# nand_sweep_ctrl_flat

nand_sweep_ctrl_flat/sizes.png
Drawn at 4 px/um.
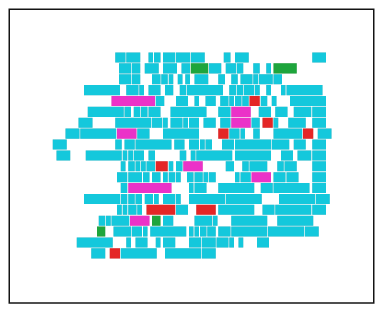

`src/rtl/nand_pkg.sv`:
```
// Shared definitions for the NAND sweep controller.
// Holds the FSM state encoding and the golden NAND reference.
package nand_pkg;

   typedef enum logic [2:0] {
      S_IDLE,
      S_DRIVE,
      S_SETTLE,
      S_SAMPLE,
      S_DONE
   } state_t;

   localparam int MAX_IN = 16;

   function automatic logic golden_nand(
      input logic [MAX_IN-1:0] v,
      input int                n
   );
      logic a;
      a = 1'b1;
      for (int i = 0; i < MAX_IN; i++)
         if (i < n) a = a & v[i];
      return ~a;
   endfunction

endpackage

```
`src/rtl/nand_sweep_ctrl_if.sv`:
```
// Stimulus/response bundle between the sweep controller
// and the gate instances under test.
interface nand_sweep_ctrl_if #(
   parameter int N_IN   = 2,
   parameter int N_IMPL = 3,
   parameter int ERR_W  = 8
);
   logic              start;
   logic              abort;
   logic [N_IN-1:0]   vec_o;
   logic [N_IMPL-1:0] dut_c_i;
   logic              busy;
   logic              done;
   logic              pass;
   logic [ERR_W-1:0]  err_cnt;
   logic [N_IN-1:0]   fail_vec;
   logic [N_IMPL-1:0] fail_mask;

   modport master (
      output start, abort, dut_c_i,
      input  vec_o, busy, done, pass,
      input  err_cnt, fail_vec, fail_mask
   );

   modport slave (
      input  start, abort, dut_c_i,
      output vec_o, busy, done, pass,
      output err_cnt, fail_vec, fail_mask
   );
endinterface

```
`src/rtl/popcount_sat.sv`:
```
// Adds the mismatch popcount to the error counter,
// clamping at the counter's all-ones value.
module popcount_sat #(
   parameter int N = 3,
   parameter int W = 8
) (
   input  logic [W-1:0] cnt,
   input  logic [N-1:0] mism,
   output logic [W-1:0] nxt
);
   localparam int SW = W + $clog2(N + 1);

   // Wide enough that several adds near the top cannot wrap.
   logic [SW-1:0] sum;

   always_comb begin
      sum = SW'(cnt);
      for (int i = 0; i < N; i++)
         sum = sum + SW'(mism[i]);
      if (sum > SW'({W{1'b1}}))
         nxt = {W{1'b1}};
      else
         nxt = sum[W-1:0];
   end
endmodule

```
`src/rtl/nand_sweep_ctrl.sv`:
```
// Sweeps every input vector through all NAND variants,
// counts mismatches against a golden NAND, keeps first failure.
module nand_sweep_ctrl
   import nand_pkg::*;
#(
   parameter int N_IN       = 2,
   parameter int N_IMPL     = 3,
   parameter int SETTLE_CYC = 4,
   parameter int ERR_W      = 8
) (
   input logic              clk,
   input logic              rst_n,
   nand_sweep_ctrl_if.slave bus
);
   state_t            state;
   logic [7:0]        cnt;
   logic              first_seen;
   logic              golden;
   logic [N_IMPL-1:0] mism;
   logic [ERR_W-1:0]  err_nxt;

   assign golden = golden_nand(MAX_IN'(bus.vec_o), N_IN);
   assign mism   = bus.dut_c_i ^ {N_IMPL{golden}};

   popcount_sat #(
      .N (N_IMPL),
      .W (ERR_W)
   ) u_sat (
      .cnt  (bus.err_cnt),
      .mism (mism),
      .nxt  (err_nxt)
   );

   always_ff @(posedge clk or negedge rst_n) begin
      if (!rst_n) begin
         state         <= S_IDLE;
         cnt           <= '0;
         first_seen    <= 1'b0;
         bus.vec_o     <= '0;
         bus.busy      <= 1'b0;
         bus.done      <= 1'b0;
         bus.pass      <= 1'b0;
         bus.err_cnt   <= '0;
         bus.fail_vec  <= '0;
         bus.fail_mask <= '0;
      end else begin
         bus.done <= 1'b0;
         // Abort beats start even when both arrive in IDLE/DONE.
         if (bus.abort) begin
            state    <= S_IDLE;
            bus.busy <= 1'b0;
            bus.pass <= 1'b0;
         end else begin
            unique case (state)
               S_IDLE, S_DONE: begin
                  if (bus.start) begin
                     state         <= S_DRIVE;
                     bus.busy      <= 1'b1;
                     bus.pass      <= 1'b0;
                     bus.vec_o     <= '0;
                     bus.err_cnt   <= '0;
                     bus.fail_vec  <= '0;
                     bus.fail_mask <= '0;
                     first_seen    <= 1'b0;
                  end
               end
               S_DRIVE: begin
                  if (SETTLE_CYC == 0) begin
                     state <= S_SAMPLE;
                  end else begin
                     cnt   <= 8'(SETTLE_CYC - 1);
                     state <= S_SETTLE;
                  end
               end
               S_SETTLE: begin
                  if (cnt == '0) state <= S_SAMPLE;
                  else           cnt   <= cnt - 8'd1;
               end
               S_SAMPLE: begin
                  bus.err_cnt <= err_nxt;
                  if (mism != '0 && !first_seen) begin
                     bus.fail_vec  <= bus.vec_o;
                     bus.fail_mask <= mism;
                     first_seen    <= 1'b1;
                  end
                  if (bus.vec_o == '1) begin
                     state    <= S_DONE;
                     bus.done <= 1'b1;
                     bus.busy <= 1'b0;
                     bus.pass <= (err_nxt == '0);
                  end else begin
                     bus.vec_o <= bus.vec_o + 1'b1;
                     state     <= S_DRIVE;
                  end
               end
               default: state <= S_IDLE;
            endcase
         end
      end
   end
endmodule

```
`src/flat_wrapper.sv`:
```
// flat-port wrapper written by rule: the top's interface ports become plain ports
module nand_sweep_ctrl_flat import nand_pkg::*;
#(
   parameter int N_IN       = 2,
   parameter int N_IMPL     = 3,
   parameter int SETTLE_CYC = 4,
   parameter int ERR_W      = 8
)
  (clk, rst_n, bus_start, bus_abort, bus_dut_c_i, bus_vec_o, bus_busy, bus_done, bus_pass, bus_err_cnt, bus_fail_vec, bus_fail_mask);
  nand_sweep_ctrl_if #(.N_IN(N_IN), .N_IMPL(N_IMPL), .ERR_W(ERR_W)) bus_i ();
  input logic clk;
  input logic rst_n;
  input wire logic [$bits(bus_i.start)-1:0] bus_start;
  input wire logic [$bits(bus_i.abort)-1:0] bus_abort;
  input wire logic [$bits(bus_i.dut_c_i)-1:0] bus_dut_c_i;
  output wire logic [$bits(bus_i.vec_o)-1:0] bus_vec_o;
  output wire logic [$bits(bus_i.busy)-1:0] bus_busy;
  output wire logic [$bits(bus_i.done)-1:0] bus_done;
  output wire logic [$bits(bus_i.pass)-1:0] bus_pass;
  output wire logic [$bits(bus_i.err_cnt)-1:0] bus_err_cnt;
  output wire logic [$bits(bus_i.fail_vec)-1:0] bus_fail_vec;
  output wire logic [$bits(bus_i.fail_mask)-1:0] bus_fail_mask;
  assign bus_i.start = bus_start;
  assign bus_i.abort = bus_abort;
  assign bus_i.dut_c_i = bus_dut_c_i;
  assign bus_vec_o = bus_i.vec_o;
  assign bus_busy = bus_i.busy;
  assign bus_done = bus_i.done;
  assign bus_pass = bus_i.pass;
  assign bus_err_cnt = bus_i.err_cnt;
  assign bus_fail_vec = bus_i.fail_vec;
  assign bus_fail_mask = bus_i.fail_mask;
  nand_sweep_ctrl #(.N_IN(N_IN), .N_IMPL(N_IMPL), .SETTLE_CYC(SETTLE_CYC), .ERR_W(ERR_W)) u_core (.clk(clk), .rst_n(rst_n), .bus(bus_i));
endmodule
```
`config.mk`:
```
export PLATFORM = sky130hd
export DESIGN_NAME = nand_sweep_ctrl_flat
export DESIGN_NICKNAME = d
export VERILOG_FILES = /design/src/rtl/nand_pkg.sv /design/src/rtl/nand_sweep_ctrl_if.sv /design/src/rtl/popcount_sat.sv /design/src/rtl/nand_sweep_ctrl.sv /design/src/flat_wrapper.sv
export SDC_FILE = /design/constraint.sdc
export NUM_CORES = 1
export LEC_CHECK = 0
export CAP_MARGIN = 20
export CORE_ASPECT_RATIO = 0.75
export CORE_MARGIN = 10
export CORE_UTILIZATION = 50
export CTS_BUF_LIST = sky130_fd_sc_hd__clkbuf_8
export DETAILED_ROUTE_END_ITERATION = 8
export PLACE_DENSITY = 0.8
export SETUP_SLACK_MARGIN = 0.15
export SYNTH_ARGS = -nofsm -noshare
export SYNTH_HDL_FRONTEND = slang
export SYNTH_SLANG_ARGS = --single-unit
export TNS_END_PERCENT = 1
```
`constraint.sdc`:
```
create_clock -name clk -period 4 [get_ports clk]
set_clock_uncertainty 0.2 [all_clocks]
set_input_delay 0.8 -clock clk [delete_from_list [all_inputs] [get_ports clk]]
set_output_delay 0.8 -clock clk [all_outputs]
set_load 0.03 [all_outputs]
```
# mem_stage_dm

--- src/rtl/mem_stage_dm.sv ---
// mem_stage_dm: memory stage with a direct-mapped, write-through, no-write-allocate data cache
// and a req/ack backing-memory port; loads pulse MRSModify on completion.
module mem_stage_dm #(
    parameter int DATA_W   = 32,
    parameter int TAG_ID_W = 4,
    parameter int REG_W    = 5,
    parameter int LINES    = 16,
    parameter int IDX_W    = $clog2(LINES)
) (
    input  logic                CLK,
    input  logic                reset,
    input  logic                req_valid,
    output logic                req_ready,
    input  logic                req_load,
    input  logic                req_store,
    input  logic [DATA_W-1:0]   Addr,
    input  logic [DATA_W-1:0]   WriteData,
    input  logic [TAG_ID_W-1:0] RT,
    input  logic [REG_W-1:0]    RWriteReg,
    input  logic                RRegWrite,
    output logic                resp_valid,
    output logic [DATA_W-1:0]   ReadData,
    output logic [TAG_ID_W-1:0] RTo,
    output logic [REG_W-1:0]    RWriteRego,
    output logic                RRegWriteo,
    output logic                MRSModify,
    output logic                mem_req,
    output logic                mem_we,
    output logic [DATA_W-1:0]   mem_addr,
    output logic [DATA_W-1:0]   mem_wdata,
    input  logic                mem_ack,
    input  logic [DATA_W-1:0]   mem_rdata
);
    localparam int TAG_W = DATA_W - IDX_W - 2;

    typedef enum logic [1:0] {IDLE, RD_MISS, WR_THRU} state_t;

    state_t state, nextState;
    logic [LINES-1:0] lineValid;
    logic [TAG_W-1:0] lineTag [LINES];
    logic [DATA_W-1:0] lineData [LINES];
    logic [DATA_W-3:0] capWord;
    logic [DATA_W-1:0] capData;
    logic [TAG_ID_W-1:0] capRT;
    logic [REG_W-1:0] capReg;
    logic capRegWrite;
    logic accept, hit, busyAck;
    logic [IDX_W-1:0] reqIdx, capIdx;
    logic [TAG_W-1:0] reqTag, capTag;

    assign reqIdx    = Addr[IDX_W+1:2];
    assign reqTag    = Addr[DATA_W-1:IDX_W+2];
    assign capIdx    = capWord[IDX_W-1:0];
    assign capTag    = capWord[DATA_W-3:IDX_W];
    assign hit       = lineValid[reqIdx] && lineTag[reqIdx] == reqTag;
    assign req_ready = state == IDLE;
    assign accept    = req_valid && state == IDLE;
    // mem_ack outside a pending access is ignored
    assign busyAck   = mem_ack && state != IDLE;
    assign mem_req   = state != IDLE;
    assign mem_we    = state == WR_THRU;
    assign mem_addr  = {capWord, 2'b00};
    assign mem_wdata = capData;

    always_comb begin
        nextState = state;
        nextState = accept ? (req_store ? WR_THRU : (req_load && !hit ? RD_MISS : IDLE))
                  : (busyAck ? IDLE : state);
    end

    always_ff @(posedge CLK or posedge reset) begin
        if (reset) state <= IDLE;
        else state <= nextState;
    end

    always_ff @(posedge CLK or posedge reset) begin
        if (reset) begin
            lineValid   <= '0;
            capWord     <= '0;
            capData     <= '0;
            capRT       <= '0;
            capReg      <= '0;
            capRegWrite <= 1'b0;
            resp_valid  <= 1'b0;
            MRSModify   <= 1'b0;
            ReadData    <= '0;
            RTo         <= '0;
            RWriteRego  <= '0;
            RRegWriteo  <= 1'b0;
        end else begin
            resp_valid <= 1'b0;
            MRSModify  <= 1'b0;
            if (accept) begin
                capWord     <= Addr[DATA_W-1:2];
                capData     <= WriteData;
                capRT       <= RT;
                capReg      <= RWriteReg;
                capRegWrite <= RRegWrite;
                if (!req_store && (!req_load || hit)) begin
                    resp_valid <= 1'b1;
                    MRSModify  <= req_load;
                    ReadData   <= req_load ? lineData[reqIdx] : Addr;
                    RTo        <= RT;
                    RWriteRego <= RWriteReg;
                    RRegWriteo <= RRegWrite;
                end
            end else if (busyAck) begin
                resp_valid <= 1'b1;
                MRSModify  <= state == RD_MISS;
                ReadData   <= state == RD_MISS ? mem_rdata : '0;
                RTo        <= capRT;
                RWriteRego <= capReg;
                RRegWriteo <= capRegWrite && state == RD_MISS;
                if (state == RD_MISS) lineValid[capIdx] <= 1'b1;
            end
        end
    end

    // tag/data arrays need no reset: a line is meaningless until its valid bit is set
    always_ff @(posedge CLK) begin
        if (accept && req_store && hit) lineData[reqIdx] <= WriteData;
        else if (busyAck && state == RD_MISS) begin
            lineData[capIdx] <= mem_rdata;
            lineTag[capIdx]  <= capTag;
        end
    end
endmodule

--- config.mk ---
export PLATFORM = sky130hd
export DESIGN_NAME = mem_stage_dm
export DESIGN_NICKNAME = d
export VERILOG_FILES = /design/src/rtl/mem_stage_dm.sv
export SDC_FILE = /design/constraint.sdc
export NUM_CORES = 1
export LEC_CHECK = 0
export ABC_AREA = 1
export CAP_MARGIN = 25
export CORE_MARGIN = 2
export CORE_UTILIZATION = 35
export DETAILED_ROUTE_END_ITERATION = 8
export PLACE_DENSITY_LB_ADDON = 0.05
export SYNTH_ARGS = -nofsm -noshare
export SYNTH_HDL_FRONTEND = slang
export SYNTH_SLANG_ARGS = --single-unit
export TNS_END_PERCENT = 5
--- constraint.sdc ---
create_clock -name CLK -period 10.7 [get_ports CLK]
set_input_delay 2.14 -clock CLK [delete_from_list [all_inputs] [get_ports CLK]]
set_output_delay 2.14 -clock CLK [all_outputs]
set_load 0.03 [all_outputs]
# bus_lsu_master

--- src/rtl/bus_lsu_master.sv ---
// Load/store bus master: turns one CPU request into a single word-aligned bus
// transaction. Optional misalignment trap is enabled by defining BUS_ALIGN_CHECK_EN.
module bus_lsu_master #(
  parameter int unsigned MIN_LATENCY    = 1,
  parameter int unsigned TIMEOUT_CYCLES = 0
) (
  input  logic        clk,
  input  logic        reset_n,
  input  logic        req_valid,
  output logic        req_ready,
  input  logic        req_write,
  input  logic [1:0]  req_size,
  input  logic        req_signed,
  input  logic [31:0] req_addr,
  input  logic [31:0] req_wdata,
  output logic        resp_valid,
  output logic        resp_err,
  output logic [31:0] resp_rdata,
  output logic [31:0] address,
  output logic        read,
  output logic        write,
  input  logic        waitrequest,
  output logic [31:0] writedata,
  output logic [3:0]  byteenable,
  input  logic [31:0] readdata
);

  localparam logic [1:0] ST_IDLE = 2'd0;
  localparam logic [1:0] ST_BUS  = 2'd1;
  localparam logic [1:0] ST_RESP = 2'd2;

  logic [1:0]  state_q, state_d;
  logic [31:0] wait_cnt_q, wait_cnt_d;
  logic [1:0]  addr_lo_q, addr_lo_d;
  logic [1:0]  size_q, size_d;
  logic        signed_q, signed_d;
  logic        store_q, store_d;
  logic        rd_q, rd_d;
  logic        wr_q, wr_d;
  logic [31:0] address_q, address_d;
  logic [31:0] writedata_q, writedata_d;
  logic [3:0]  byteenable_q, byteenable_d;
  logic        resp_valid_q, resp_valid_d;
  logic        resp_err_q, resp_err_d;
  logic [31:0] resp_rdata_q, resp_rdata_d;

  logic [31:0] wdata_rep;
  logic [3:0]  be_calc;
  logic [31:0] lane;
  logic [31:0] load_data;
  logic        misaligned;
  logic        bus_done;
  logic        bus_timeout;

  // Lane replication and byte enables come straight from the incoming request.
  // NOTE: every always_comb output gets a default first so no latch is inferred.
  always_comb begin
    wdata_rep = req_wdata;
    be_calc   = 4'b1111;
    case (req_size)
      2'b00: begin
        wdata_rep = {4{req_wdata[7:0]}};
        be_calc   = 4'b0001 << req_addr[1:0];
      end
      2'b01: begin
        wdata_rep = {2{req_wdata[15:0]}};
        be_calc   = 4'b0011 << {req_addr[1], 1'b0};
      end
      default: ;
    endcase
  end

`ifdef BUS_ALIGN_CHECK_EN
  assign misaligned = ((req_size == 2'b01) && req_addr[0]) ||
                      (req_size[1] && (req_addr[1:0] != 2'b00));
`else
  assign misaligned = 1'b0;
`endif

  always_comb begin
    lane      = readdata;
    load_data = readdata;
    case (size_q)
      2'b00: begin
        lane      = readdata >> {addr_lo_q, 3'b000};
        load_data = signed_q ? {{24{lane[7]}}, lane[7:0]} : {24'b0, lane[7:0]};
      end
      2'b01: begin
        lane      = readdata >> {addr_lo_q[1], 4'b0000};
        load_data = signed_q ? {{16{lane[15]}}, lane[15:0]} : {16'b0, lane[15:0]};
      end
      default: ;
    endcase
  end

  // waitrequest=0 is meaningless until the memory has had MIN_LATENCY cycles to raise it.
  assign bus_done    = (wait_cnt_q >= MIN_LATENCY) && !waitrequest;
  assign bus_timeout = (TIMEOUT_CYCLES != 0) && (wait_cnt_q == TIMEOUT_CYCLES - 1);

  always_comb begin
    state_d      = state_q;
    wait_cnt_d   = wait_cnt_q;
    addr_lo_d    = addr_lo_q;
    size_d       = size_q;
    signed_d     = signed_q;
    store_d      = store_q;
    rd_d         = rd_q;
    wr_d         = wr_q;
    address_d    = address_q;
    writedata_d  = writedata_q;
    byteenable_d = byteenable_q;
    resp_valid_d = resp_valid_q;
    resp_err_d   = resp_err_q;
    resp_rdata_d = resp_rdata_q;
    case (state_q)
      ST_IDLE: begin
        if (req_valid) begin
          addr_lo_d    = req_addr[1:0];
          size_d       = req_size;
          signed_d     = req_signed;
          store_d      = req_write;
          address_d    = {req_addr[31:2], 2'b00};
          writedata_d  = wdata_rep;
          byteenable_d = be_calc;
          wait_cnt_d   = '0;
          if (misaligned) begin
            resp_valid_d = 1'b1;
            resp_err_d   = 1'b1;
            resp_rdata_d = '0;
            state_d      = ST_RESP;
          end else begin
            rd_d    = !req_write;
            wr_d    = req_write;
            state_d = ST_BUS;
          end
        end
      end
      ST_BUS: begin
        if (wait_cnt_q != '1) wait_cnt_d = wait_cnt_q + 32'd1;
        // Completion wins over a timeout landing on the same edge.
        if (bus_done) begin
          rd_d         = 1'b0;
          wr_d         = 1'b0;
          resp_valid_d = 1'b1;
          resp_err_d   = 1'b0;
          resp_rdata_d = store_q ? 32'b0 : load_data;
          state_d      = ST_RESP;
        end else if (bus_timeout) begin
          rd_d         = 1'b0;
          wr_d         = 1'b0;
          resp_valid_d = 1'b1;
          resp_err_d   = 1'b1;
          resp_rdata_d = '0;
          state_d      = ST_RESP;
        end
      end
      ST_RESP: begin
        resp_valid_d = 1'b0;
        resp_err_d   = 1'b0;
        state_d      = ST_IDLE;
      end
      default: state_d = ST_IDLE;
    endcase
  end

  // NOTE: sequential state uses non-blocking assignments so every register samples pre-edge values.
  always_ff @(posedge clk or negedge reset_n) begin
    if (!reset_n) begin
      state_q      <= ST_IDLE;
      wait_cnt_q   <= '0;
      addr_lo_q    <= '0;
      size_q       <= '0;
      signed_q     <= 1'b0;
      store_q      <= 1'b0;
      rd_q         <= 1'b0;
      wr_q         <= 1'b0;
      address_q    <= '0;
      writedata_q  <= '0;
      byteenable_q <= '0;
      resp_valid_q <= 1'b0;
      resp_err_q   <= 1'b0;
      resp_rdata_q <= '0;
    end else begin
      state_q      <= state_d;
      wait_cnt_q   <= wait_cnt_d;
      addr_lo_q    <= addr_lo_d;
      size_q       <= size_d;
      signed_q     <= signed_d;
      store_q      <= store_d;
      rd_q         <= rd_d;
      wr_q         <= wr_d;
      address_q    <= address_d;
      writedata_q  <= writedata_d;
      byteenable_q <= byteenable_d;
      resp_valid_q <= resp_valid_d;
      resp_err_q   <= resp_err_d;
      resp_rdata_q <= resp_rdata_d;
    end
  end

  assign req_ready  = (state_q == ST_IDLE);
  assign read       = rd_q;
  assign write      = wr_q;
  assign address    = address_q;
  assign writedata  = writedata_q;
  assign byteenable = byteenable_q;
  assign resp_valid = resp_valid_q;
  assign resp_err   = resp_err_q;
  assign resp_rdata = resp_rdata_q;

endmodule
--- config.mk ---
export PLATFORM = sky130hd
export DESIGN_NAME = bus_lsu_master
export DESIGN_NICKNAME = d
export VERILOG_FILES = /design/src/rtl/bus_lsu_master.sv
export SDC_FILE = /design/constraint.sdc
export NUM_CORES = 1
export LEC_CHECK = 0
export ABC_CLOCK_PERIOD_IN_PS = 6450
export CAP_MARGIN = 15
export CELL_PAD_IN_SITES_DETAIL_PLACEMENT = 0
export CELL_PAD_IN_SITES_GLOBAL_PLACEMENT = 1
export CORE_MARGIN = 5
export CORE_UTILIZATION = 30
export CTS_CLUSTER_SIZE = 20
export DETAILED_ROUTE_END_ITERATION = 16
export PLACE_DENSITY_LB_ADDON = 0.2
export SETUP_SLACK_MARGIN = 0.3
export SYNTH_ARGS = -nofsm -noshare
export SYNTH_HDL_FRONTEND = slang
export SYNTH_SLANG_ARGS = --single-unit
--- constraint.sdc ---
create_clock -name clk -period 6.45 [get_ports clk]
set_clock_uncertainty 0.05 [all_clocks]
set_input_delay 1.29 -clock clk [delete_from_list [all_inputs] [get_ports clk]]
set_output_delay 1.29 -clock clk [all_outputs]
set_load 0.03 [all_outputs]
# conv2d_seq

--- src/rtl/conv2d_seq.sv ---
// Sequential 3x3 convolution: one MAC per cycle over a snapshot of image, kernel and bias.
// Optional output saturation when CONV_SATURATE_EN is defined (default: two's-complement truncation).
module conv2d_seq #(
  parameter int in_width  = 5,
  parameter int out_width = 3,
  parameter int data_w    = 32,
  parameter int acc_w     = 72
) (
  input  logic                                 clk,
  input  logic                                 rst,
  input  logic                                 start,
  input  logic [in_width*in_width*data_w-1:0]  in_map,
  input  logic [9*data_w-1:0]                  kernel,
  input  logic [data_w-1:0]                    bias,
  output logic                                 busy,
  output logic                                 done,
  output logic [out_width*out_width*data_w-1:0] out_map
);

  localparam int NPIX_IN  = in_width * in_width;
  localparam int NPIX_OUT = out_width * out_width;
  localparam int IDX_W    = $clog2(NPIX_IN);
  localparam int OIDX_W   = (NPIX_OUT > 1) ? $clog2(NPIX_OUT) : 1;
  localparam int RC_W     = (out_width > 1) ? $clog2(out_width) : 1;
  localparam int PROD_W   = 2 * data_w;

  typedef enum logic [1:0] {S_IDLE, S_MAC, S_WRITE, S_FIN} state_t;

  state_t                     state;
  logic signed [data_w-1:0]   img [NPIX_IN];
  logic signed [data_w-1:0]   w [9];
  logic signed [data_w-1:0]   bias_q;
  logic signed [data_w-1:0]   pix [NPIX_OUT];
  logic signed [acc_w-1:0]    acc;
  logic [RC_W-1:0]            r, c;
  logic [3:0]                 k;

  logic [1:0]                 ki, kj;
  logic [IDX_W-1:0]           tap_idx;
  logic [OIDX_W-1:0]          out_idx;
  logic signed [PROD_W-1:0]   prod;
  logic signed [acc_w-1:0]    prod_ext;
  logic signed [acc_w-1:0]    bias_in_ext;
  logic signed [acc_w-1:0]    bias_q_ext;
  logic signed [data_w-1:0]   narrowed;

  // Kernel tap k maps to row offset k/3 and column offset k%3.
  always_comb begin
    ki = 2'd0;
    kj = 2'd0;
    case (k)
      4'd0: begin ki = 2'd0; kj = 2'd0; end
      4'd1: begin ki = 2'd0; kj = 2'd1; end
      4'd2: begin ki = 2'd0; kj = 2'd2; end
      4'd3: begin ki = 2'd1; kj = 2'd0; end
      4'd4: begin ki = 2'd1; kj = 2'd1; end
      4'd5: begin ki = 2'd1; kj = 2'd2; end
      4'd6: begin ki = 2'd2; kj = 2'd0; end
      4'd7: begin ki = 2'd2; kj = 2'd1; end
      4'd8: begin ki = 2'd2; kj = 2'd2; end
      default: begin ki = 2'd0; kj = 2'd0; end
    endcase
  end

  always_comb begin
    tap_idx     = IDX_W'((32'(r) + 32'(ki)) * in_width + 32'(c) + 32'(kj));
    out_idx     = OIDX_W'(32'(r) * out_width + 32'(c));
    prod        = img[tap_idx] * w[k];
    prod_ext    = {{(acc_w-PROD_W){prod[PROD_W-1]}}, prod};
    bias_in_ext = {{(acc_w-data_w){bias[data_w-1]}}, bias};
    bias_q_ext  = {{(acc_w-data_w){bias_q[data_w-1]}}, bias_q};
  end

`ifdef CONV_SATURATE_EN
  localparam logic signed [acc_w-1:0] SAT_MAX = {{(acc_w-data_w+1){1'b0}}, {(data_w-1){1'b1}}};
  localparam logic signed [acc_w-1:0] SAT_MIN = {{(acc_w-data_w+1){1'b1}}, {(data_w-1){1'b0}}};
  always_comb begin
    if (acc > SAT_MAX)      narrowed = SAT_MAX[data_w-1:0];
    else if (acc < SAT_MIN) narrowed = SAT_MIN[data_w-1:0];
    else                    narrowed = acc[data_w-1:0];
  end
`else
  always_comb narrowed = acc[data_w-1:0];
`endif

  // Operand snapshot: later input changes cannot disturb a run in progress.
  always_ff @(posedge clk) begin
    if (state == S_IDLE && start && !rst) begin
      for (int i = 0; i < NPIX_IN; i++) img[i] <= in_map[i*data_w +: data_w];
      for (int i = 0; i < 9; i++)       w[i]   <= kernel[i*data_w +: data_w];
      bias_q <= bias;
    end
  end

  always_ff @(posedge clk) begin
    if (rst) begin
      state <= S_IDLE;
      busy  <= 1'b0;
      done  <= 1'b0;
      acc   <= '0;
      r     <= '0;
      c     <= '0;
      k     <= '0;
      for (int p = 0; p < NPIX_OUT; p++) pix[p] <= '0;
    end else begin
      done <= 1'b0;
      case (state)
        S_IDLE: begin
          if (start) begin
            acc   <= bias_in_ext;
            r     <= '0;
            c     <= '0;
            k     <= '0;
            busy  <= 1'b1;
            state <= S_MAC;
          end
        end
        S_MAC: begin
          acc <= acc + prod_ext;
          if (k == 4'd8) state <= S_WRITE;
          else           k     <= k + 4'd1;
        end
        S_WRITE: begin
          pix[out_idx] <= narrowed;
          acc          <= bias_q_ext;
          k            <= '0;
          if (c == RC_W'(out_width-1)) begin
            c <= '0;
            if (r == RC_W'(out_width-1)) begin
              r     <= '0;
              done  <= 1'b1;
              state <= S_FIN;
            end else begin
              r     <= r + 1'b1;
              state <= S_MAC;
            end
          end else begin
            c     <= c + 1'b1;
            state <= S_MAC;
          end
        end
        S_FIN: begin
          busy  <= 1'b0;
          state <= S_IDLE;
        end
        default: state <= S_IDLE;
      endcase
    end
  end

  for (genvar p = 0; p < NPIX_OUT; p++) begin : g_out
    assign out_map[p*data_w +: data_w] = pix[p];
  end

endmodule

--- config.mk ---
export PLATFORM = sky130hd
export DESIGN_NAME = conv2d_seq
export DESIGN_NICKNAME = d
export VERILOG_FILES = /design/src/rtl/conv2d_seq.sv
export SDC_FILE = /design/constraint.sdc
export NUM_CORES = 2
export LEC_CHECK = 0
export ABC_CLOCK_PERIOD_IN_PS = 100200
export CAP_MARGIN = 20
export CORE_AREA = 8 8 550 552
export CTS_CLUSTER_DIAMETER = 60
export DETAILED_ROUTE_END_ITERATION = 6
export DIE_AREA = 0 0 558 560
export MAX_ROUTING_LAYER = met4
export PLACE_DENSITY = 0.44
export REMOVE_ABC_BUFFERS = 1
export SYNTH_ARGS = -nofsm -noshare
export SYNTH_HDL_FRONTEND = slang
export SYNTH_SLANG_ARGS = --single-unit
--- constraint.sdc ---
create_clock -name clk -period 100.2 [get_ports clk]
set_clock_uncertainty 0.2 [all_clocks]
set_input_delay 30.06 -clock clk [delete_from_list [all_inputs] [get_ports clk]]
set_output_delay 30.06 -clock clk [all_outputs]
set_load 0.01 [all_outputs]
nand_sweep_ctrl_flat/layer_met2.png
Drawn at 3 px/um. Cells faint in the background.
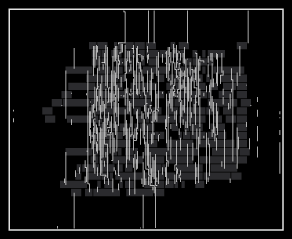
The wires run mostly vertical. The longest straight run is 37.7 um. The layer carries 1900 um of wire. The layer holds 42% of the routed length. 201 nets have wire on it.
DR vias: 1650
met2 GRT Util: 18.6%
drt total wl: 4510 um

About nand_sweep_ctrl_flat/sizes.png:
Key: magenta = _6 and larger [cells 8, share 3.5%]; cyan = _0 and _1 cells [cells 210, share 91%]; green = _2 cells [cells 4, share 1.7%]; red = _3 and _4 cells [cells 8, share 3.5%]
Worst Setup Slack, final: 0.372 ns
area growth from synthesis to layout: 23.5%
post-layout instance area: 2320 um2
Non-Clock Buffer Count: 29

==> changes_impl.md, nand_sweep_ctrl_flat <==
### Changed

- Status: finished clean
- Critical path capture point type: flip-flop
- Met2 WL: 1900 um
- Largest net degree at the start of global routing: 31
- Multi-input logic area: 1050 um2
- MUX area fraction: 0%
- Worst-path clk slew: 0.07 ns
- Final period utilization: between 90% and 100%
- Yosys stat area: between 1500 and 2000 um2
- Slew HR: 51.0%
- Total CTS buffers: 5
- Setup repair bufs after CTS: 0
- And-or/or-and share of the synthesized area: 19.9%
- Die ar.: 6630 um2
- Simple-gate share of the synthesized area: 21.5%
- Floorplan Utilization: about 52%
- Crit path largest cell delay: 0.47 ns
==> nand_sweep_ctrl_flat: metrics by stage <==
step           hold WS (ns)  cells  instance area, um2  worst slack (ns)
2_1_floorplan         0.274    202                1880             0.445
3_3_place_gp          0.286    274                2180             0.224
3_5_place_dp          0.286    274                2180             0.140
4_1_cts               0.308    282                2320             0.414
5_1_grt               0.317    282                2320             0.231
6_report              0.301    282                2320             0.372
==> nand_sweep_ctrl_flat: flip-flops by register name, summed over array words and instances (netlist names) <==
signal,cells
u_core.bus.pass,1
u_core.bus.done,1
u_core.bus.fail_vec,2
u_core.state,3
u_core.bus.err_cnt,8
u_core.bus.fail_mask,3
u_core.first_seen,1
u_core.bus.vec_o,2
u_core.bus.busy,1
u_core.cnt,8
==> nand_sweep_ctrl_flat: critical path: cells and delay by family <==
family                   cells  cell delay (ns)
AND/OR/NAND/NOR              2             0.54
AND-OR/OR-AND                2             0.32
XOR/XNOR                     3             0.53
buffers and inverters        1             0.47
adder cells (fa/ha/maj)      3             0.97
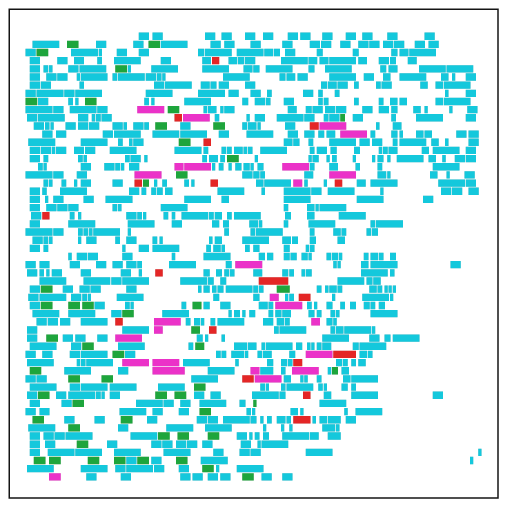
bus_lsu_master/sizes.png
Drawn at 3 px/um.
Key: red = _3 and _4 cells [cells 18, share 2.0%]; cyan = _0 and _1 cells [cells 790, share 89%]; magenta = _6 and larger [cells 25, share 2.8%]; green = _2 cells [cells 52, share 5.9%]
Worst Setup Slack, final: 2.84 ns
area growth from synthesis to layout: 41.6%
post-layout instance area: 9870 um2
Non-Clock Buffer Count: 212

==> changes_impl.md, bus_lsu_master <==
### Changed

- Slowest stage cell, crit path: clkdlybuf4s50_1
- RePlAce Congestion: 0.785
- Beginning of the critical path: req_valid
- Worst reg2reg endpoint: wait_cnt_q[26]
- Slew HR: 35.0%
- Final Util: 43.3%
- Met2 GRT Util: 24.7%
- Post-synth EDFFs: 0
- Clock sink total: 141
- Comb gates: 483
- Flop area: 3530 um2
- Gr busiest metal: met2
- Core area: 22800 um2
- Num ports: 209
- Yosys stat area: 6970 um2
- Clkbuf count: 17
- Yosys top cell by area: dfrtp_1
- F_max: 0.277 GHz
- Final Setup Violations: 0
- Detail Route Antenna Nets: 0
- Clk buf depth: 2
- Ys cells: 686
- Crit-path cells: clkdlybuf4s50_1, nand2_4, o21ai_1, o2111ai_1, or4_1, a21oi_1
- Commonest Layout Cell: clkdlybuf4s50_1
- Commonest flop: dfrtp_1
- Status: finished clean
- Most numerous logic cells after layout: clkdlybuf4s50_1 (204), dfrtp_1 (141), nand2_1 (63), o21ai_0 (54)
- Final period utilization: a little under three fifths
- Avg WL per Cell: 17.7 um
## bus_lsu_master: flip-flops by register name, indices dropped and copies added (netlist names)
register,count
resp_valid,1
store_q,1
signed_q,1
write,1
read,1
size_q,2
writedata,32
wait_cnt_q,32
addr_lo_q,2
state_q,2
address,30
resp_rdata,32
byteenable,4
## bus_lsu_master: worst reg2reg max path, delay by kind of cell, from the launching register on
| family | cells | cell delay [ns] |
|---|---|---|
| compound gates | 3 | 1.01 |
| simple gates | 2 | 0.98 |
| fa+ha+maj | 1 | 0.53 |
| flops | 1 | 0.40 |
| buf+inv | 1 | 0.12 |
## bus_lsu_master: metrics by stage
| step | setup slack, ns | area (um2) |
|---|---|---|
| after global routing | 2.56 | 9870 |
| after CTS | 2.79 | 9870 |
| final | 2.84 | 9870 |
| after floorplan | 3.84 | 6980 |
| after detailed placement | 2.36 | 9310 |
| after global placement | 2.47 | 9310 |
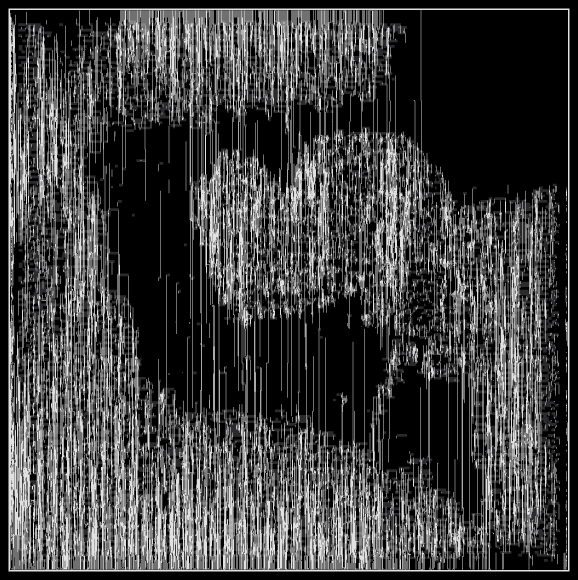
conv2d_seq/layer_met2.png
Drawn at 1 px/um. Cells faint in the background.
The wires run mostly vertical. The layer carries 165 mm of wire. 7130 nets have wire on it.
DR vias: 47500
met2 GRT Util: 36.0%

==> changes_impl.md, conv2d_seq <==
### Changed

- H-Tree Depth: 4
- Core area: slightly below 300000 um2
- Final period utilization: 35.5%
- Area share, top type: 58.0%
- Vias in the first global route: 50600
- Detailed placer's ending HPWL: 250000 um
- Worst setup path end: img[2][29]
- Beginning of the critical path: start
- Status: finished clean
- Worst reg2reg endpoint: acc[29]
- Req. time, crit path: 100.41 ns
- Post-synth seq share: 59.4%
- Final Setup Violations: 0
- Setup repair bufs after CTS: 0
- Post-route non-filler standard cell count: 10600
- Commonest Layout Cell: clkdlybuf4s50_1
- Root buffer cell: clkbuf_16
- Multi-input logic area: 26600 um2
- Fillers: about 29000
- Commonest flop: edfxtp_1
- Syn Std Cell Area: 72900 um2
- Final number of hold-violating endpoints: 0
- DR vias/cell: 4.46
- Hold depth: 2
- Yosys adder share: between 15 and 20%
- Most common cell in the netlist: edfxtp_1
- Final Util: 33.5%
- Post-Syn Area per Cell: 14.6 um2
- Synth cell types: 76
-- conv2d_seq: cell type report --
class	instances	area share (%)
sequential	1460	44.2
clock buffer	208	4.71
timing repair buffer	1534	15.4
tap	3919	5.00
antenna	153	0.390
clock inverter	108	0.994
multi-input combinational	2698	27.1
inverter	569	2.18
-- conv2d_seq: routing by layer --
metal | up-vias | global-route usage (%) | share of wire (%)
met2 | 1864 | 36.0 | 52
li1 | 20700 | - | -
met1 | 24500 | 22.7 | 38
met5 | - | - | 0
met3 | 428 | 5.30 | 7.5
met4 | 0 | 4.61 | 2.6
-- conv2d_seq: worst max-delay path, stage by stage --
cell and delay [ns]:
clkdlybuf4s50_1 0.68, nand2_1 0.18, nor2_4 0.18, buf_4 0.52, buf_4 0.65, buf_12 0.66, buf_4 0.82, buf_4 0.75
buf_4 0.92
mem_stage_dm/logic_types.png
Drawn at 1.5 px/um.
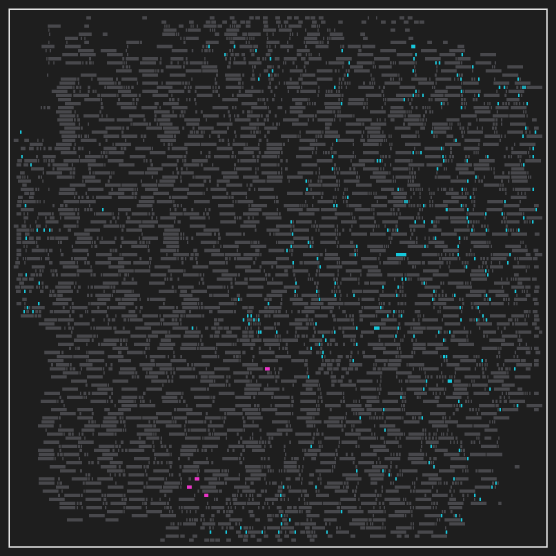
Key: cyan = inverters [cells 245, most used inv_1]; magenta = AND-OR and OR-AND gates [cells 4, most used a32o_1]
Comb area share: 20.7%
post-route non-filler standard cell count: 5851
Commonest Layout Cell: edfxtp_1

==> changes_impl.md, mem_stage_dm <==
### Changed

- H-Tree Depth: 3
- Seq area share: around 60%
- Signal buf overhead: under 10%
- Post-synth seq share: a little under three quarters
- Floorplan Utilization: 35.3%
- Largest logic family: simple AND/OR/NAND/NOR gates
- Met1 Track Usage GR: roughly a third
- Yosys warning tally: 0
- # hold bufs at CTS: 0
- Max Used Layer: met4
- Worst-margin pin slew: ~1.1 ns
- Setup TNS: 0 ns
- GRT Util Overall: between 20% and 30%
- Syn Std Cell Area: approximately 44000 um2
- DR vias/cell: 5.16
- Yosys xor share: 0%
- Non-Clock Buffer Count: around 310
- Crit-path cells: buf_8, inv_16, buf_4, nand2_1, nand3_1, nand3_1, nand3_1, nand2_1, nand2_1, nand2_1, inv_1, nand2_1, nor2_1, nand3_1, nor2_1, nand2_1, nand2_1, nand3_1, nor2_4, buf_4
- CP Data Arrival Time: about 7.5 ns
- Simple-gate share of the synthesized area: 15.5%
- Final Setup Violations: 0
- Worst-Skew Late Latency: slightly above 0.7 ns
- WS Path Type: input port to flip-flop
- Comb gates: 2367
- Status: finished clean
- Grt total ovfl: 0
- Met2 WL: 68600 um
- Num ports: 223
- DIE WIDTH: 358 um
- Worst r2r src: state[0]
- Clock skew: approximately 0.025 ns
- Slowest stage cell, crit path: nor2_4
- MUX area fraction: 0%
- Largest cell class by area: registers
- Clk buf depth: 3
- Post-synth EDFFs: 928
- Global routing usage on met3: 3.75%
- Delay-heaviest family, CP: simple AND/OR/NAND/NOR gates
## mem_stage_dm: metrics by stage
step                      hold WS [ns]  cells  worst slack, ns  utilization [%]  area, um2
after CTS                        0.461   5848             3.57             41.9      51800
after global routing             0.479   5848             3.21             41.9      51800
after floorplan                  0.427   3918             4.98                -      43700
final                            0.456   5851             3.54             41.9      51800
after detailed placement         0.448   5622             2.81             38.7      48000
after global placement           0.439   5614             2.81             38.6      47800
## mem_stage_dm: Yosys cell counts (all sizes together) (3+ instances only)
library cell    n  area (um2)
a21oi          10        50.1
a32oi           3        26.3
buf           100         592
clkbuf        144         541
dfrtp         134        3350
edfxtp        928       27900
inv           243         915
nand2         899        3380
nand3         317        1590
nand4           3        18.8
nor2          462        1730
o211ai         17         128
o21ai         470        2350
o221ai          7        61.3
o22ai         162        1010
or2            10        62.6
## mem_stage_dm: kinds of logic (layout without fill, tap and decap cells)
kind of cell,Yosys count,count (layout)
buf+inv,489,782
compound gates,674,674
simple gates,1691,1691
flops,1062,1062
other cells,1,5

==> gallery <==
Congestion heat map.
panel A
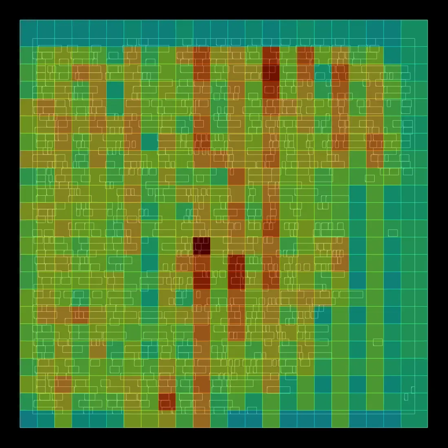
panel B
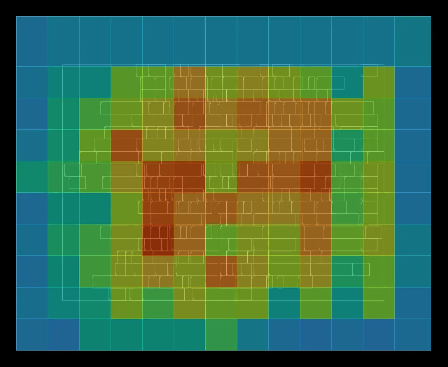
panel C
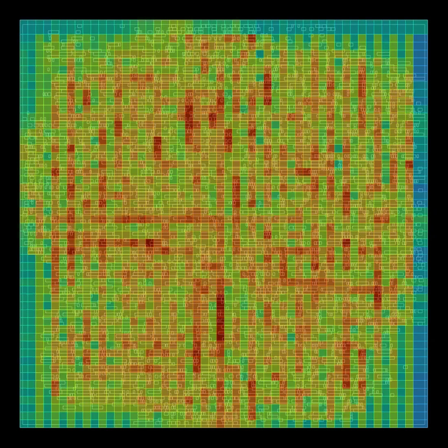
panel D
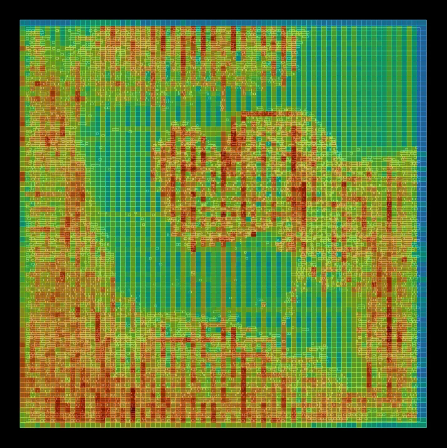
panel D: conv2d_seq
panel B: nand_sweep_ctrl_flat
panel A: bus_lsu_master
panel C: mem_stage_dm



==> screenshots <==
The metal 3 layer.
shot_01.png
Drawn at 1 px/um.
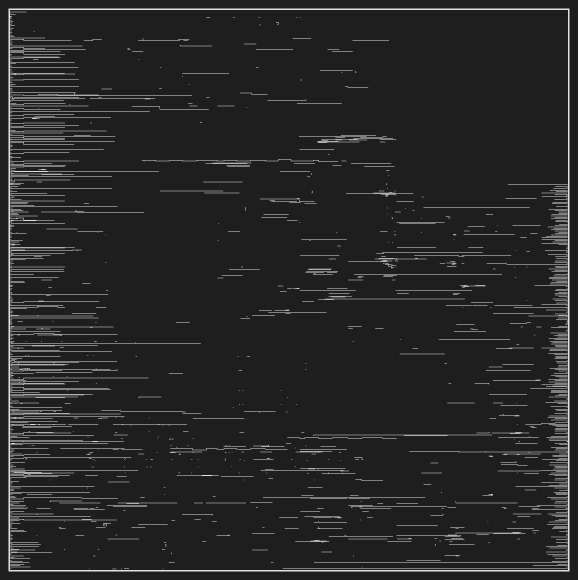
shot_02.png
Drawn at 3 px/um.
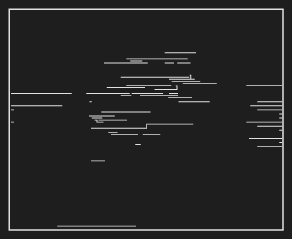
shot_03.png
Drawn at 1.5 px/um.
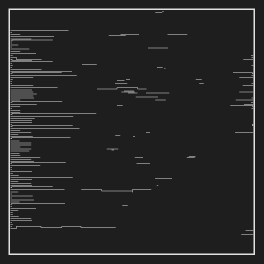
shot_04.png
Drawn at 1 px/um.
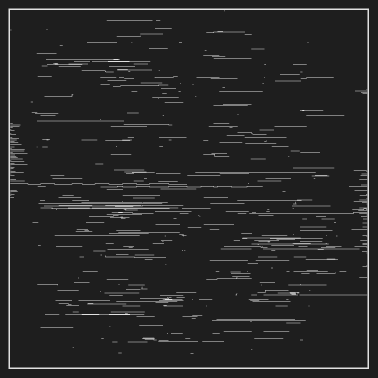
- smallest die: shot_02.png
- conv2d_seq = shot_01.png
- nand_sweep_ctrl_flat = shot_02.png
- bus_lsu_master = shot_03.png
- mem_stage_dm = shot_04.png

Key to shot_01.png:
1028 nets have wire on it. The wires run mostly horizontal. The layer carries 23.9 mm of wire.

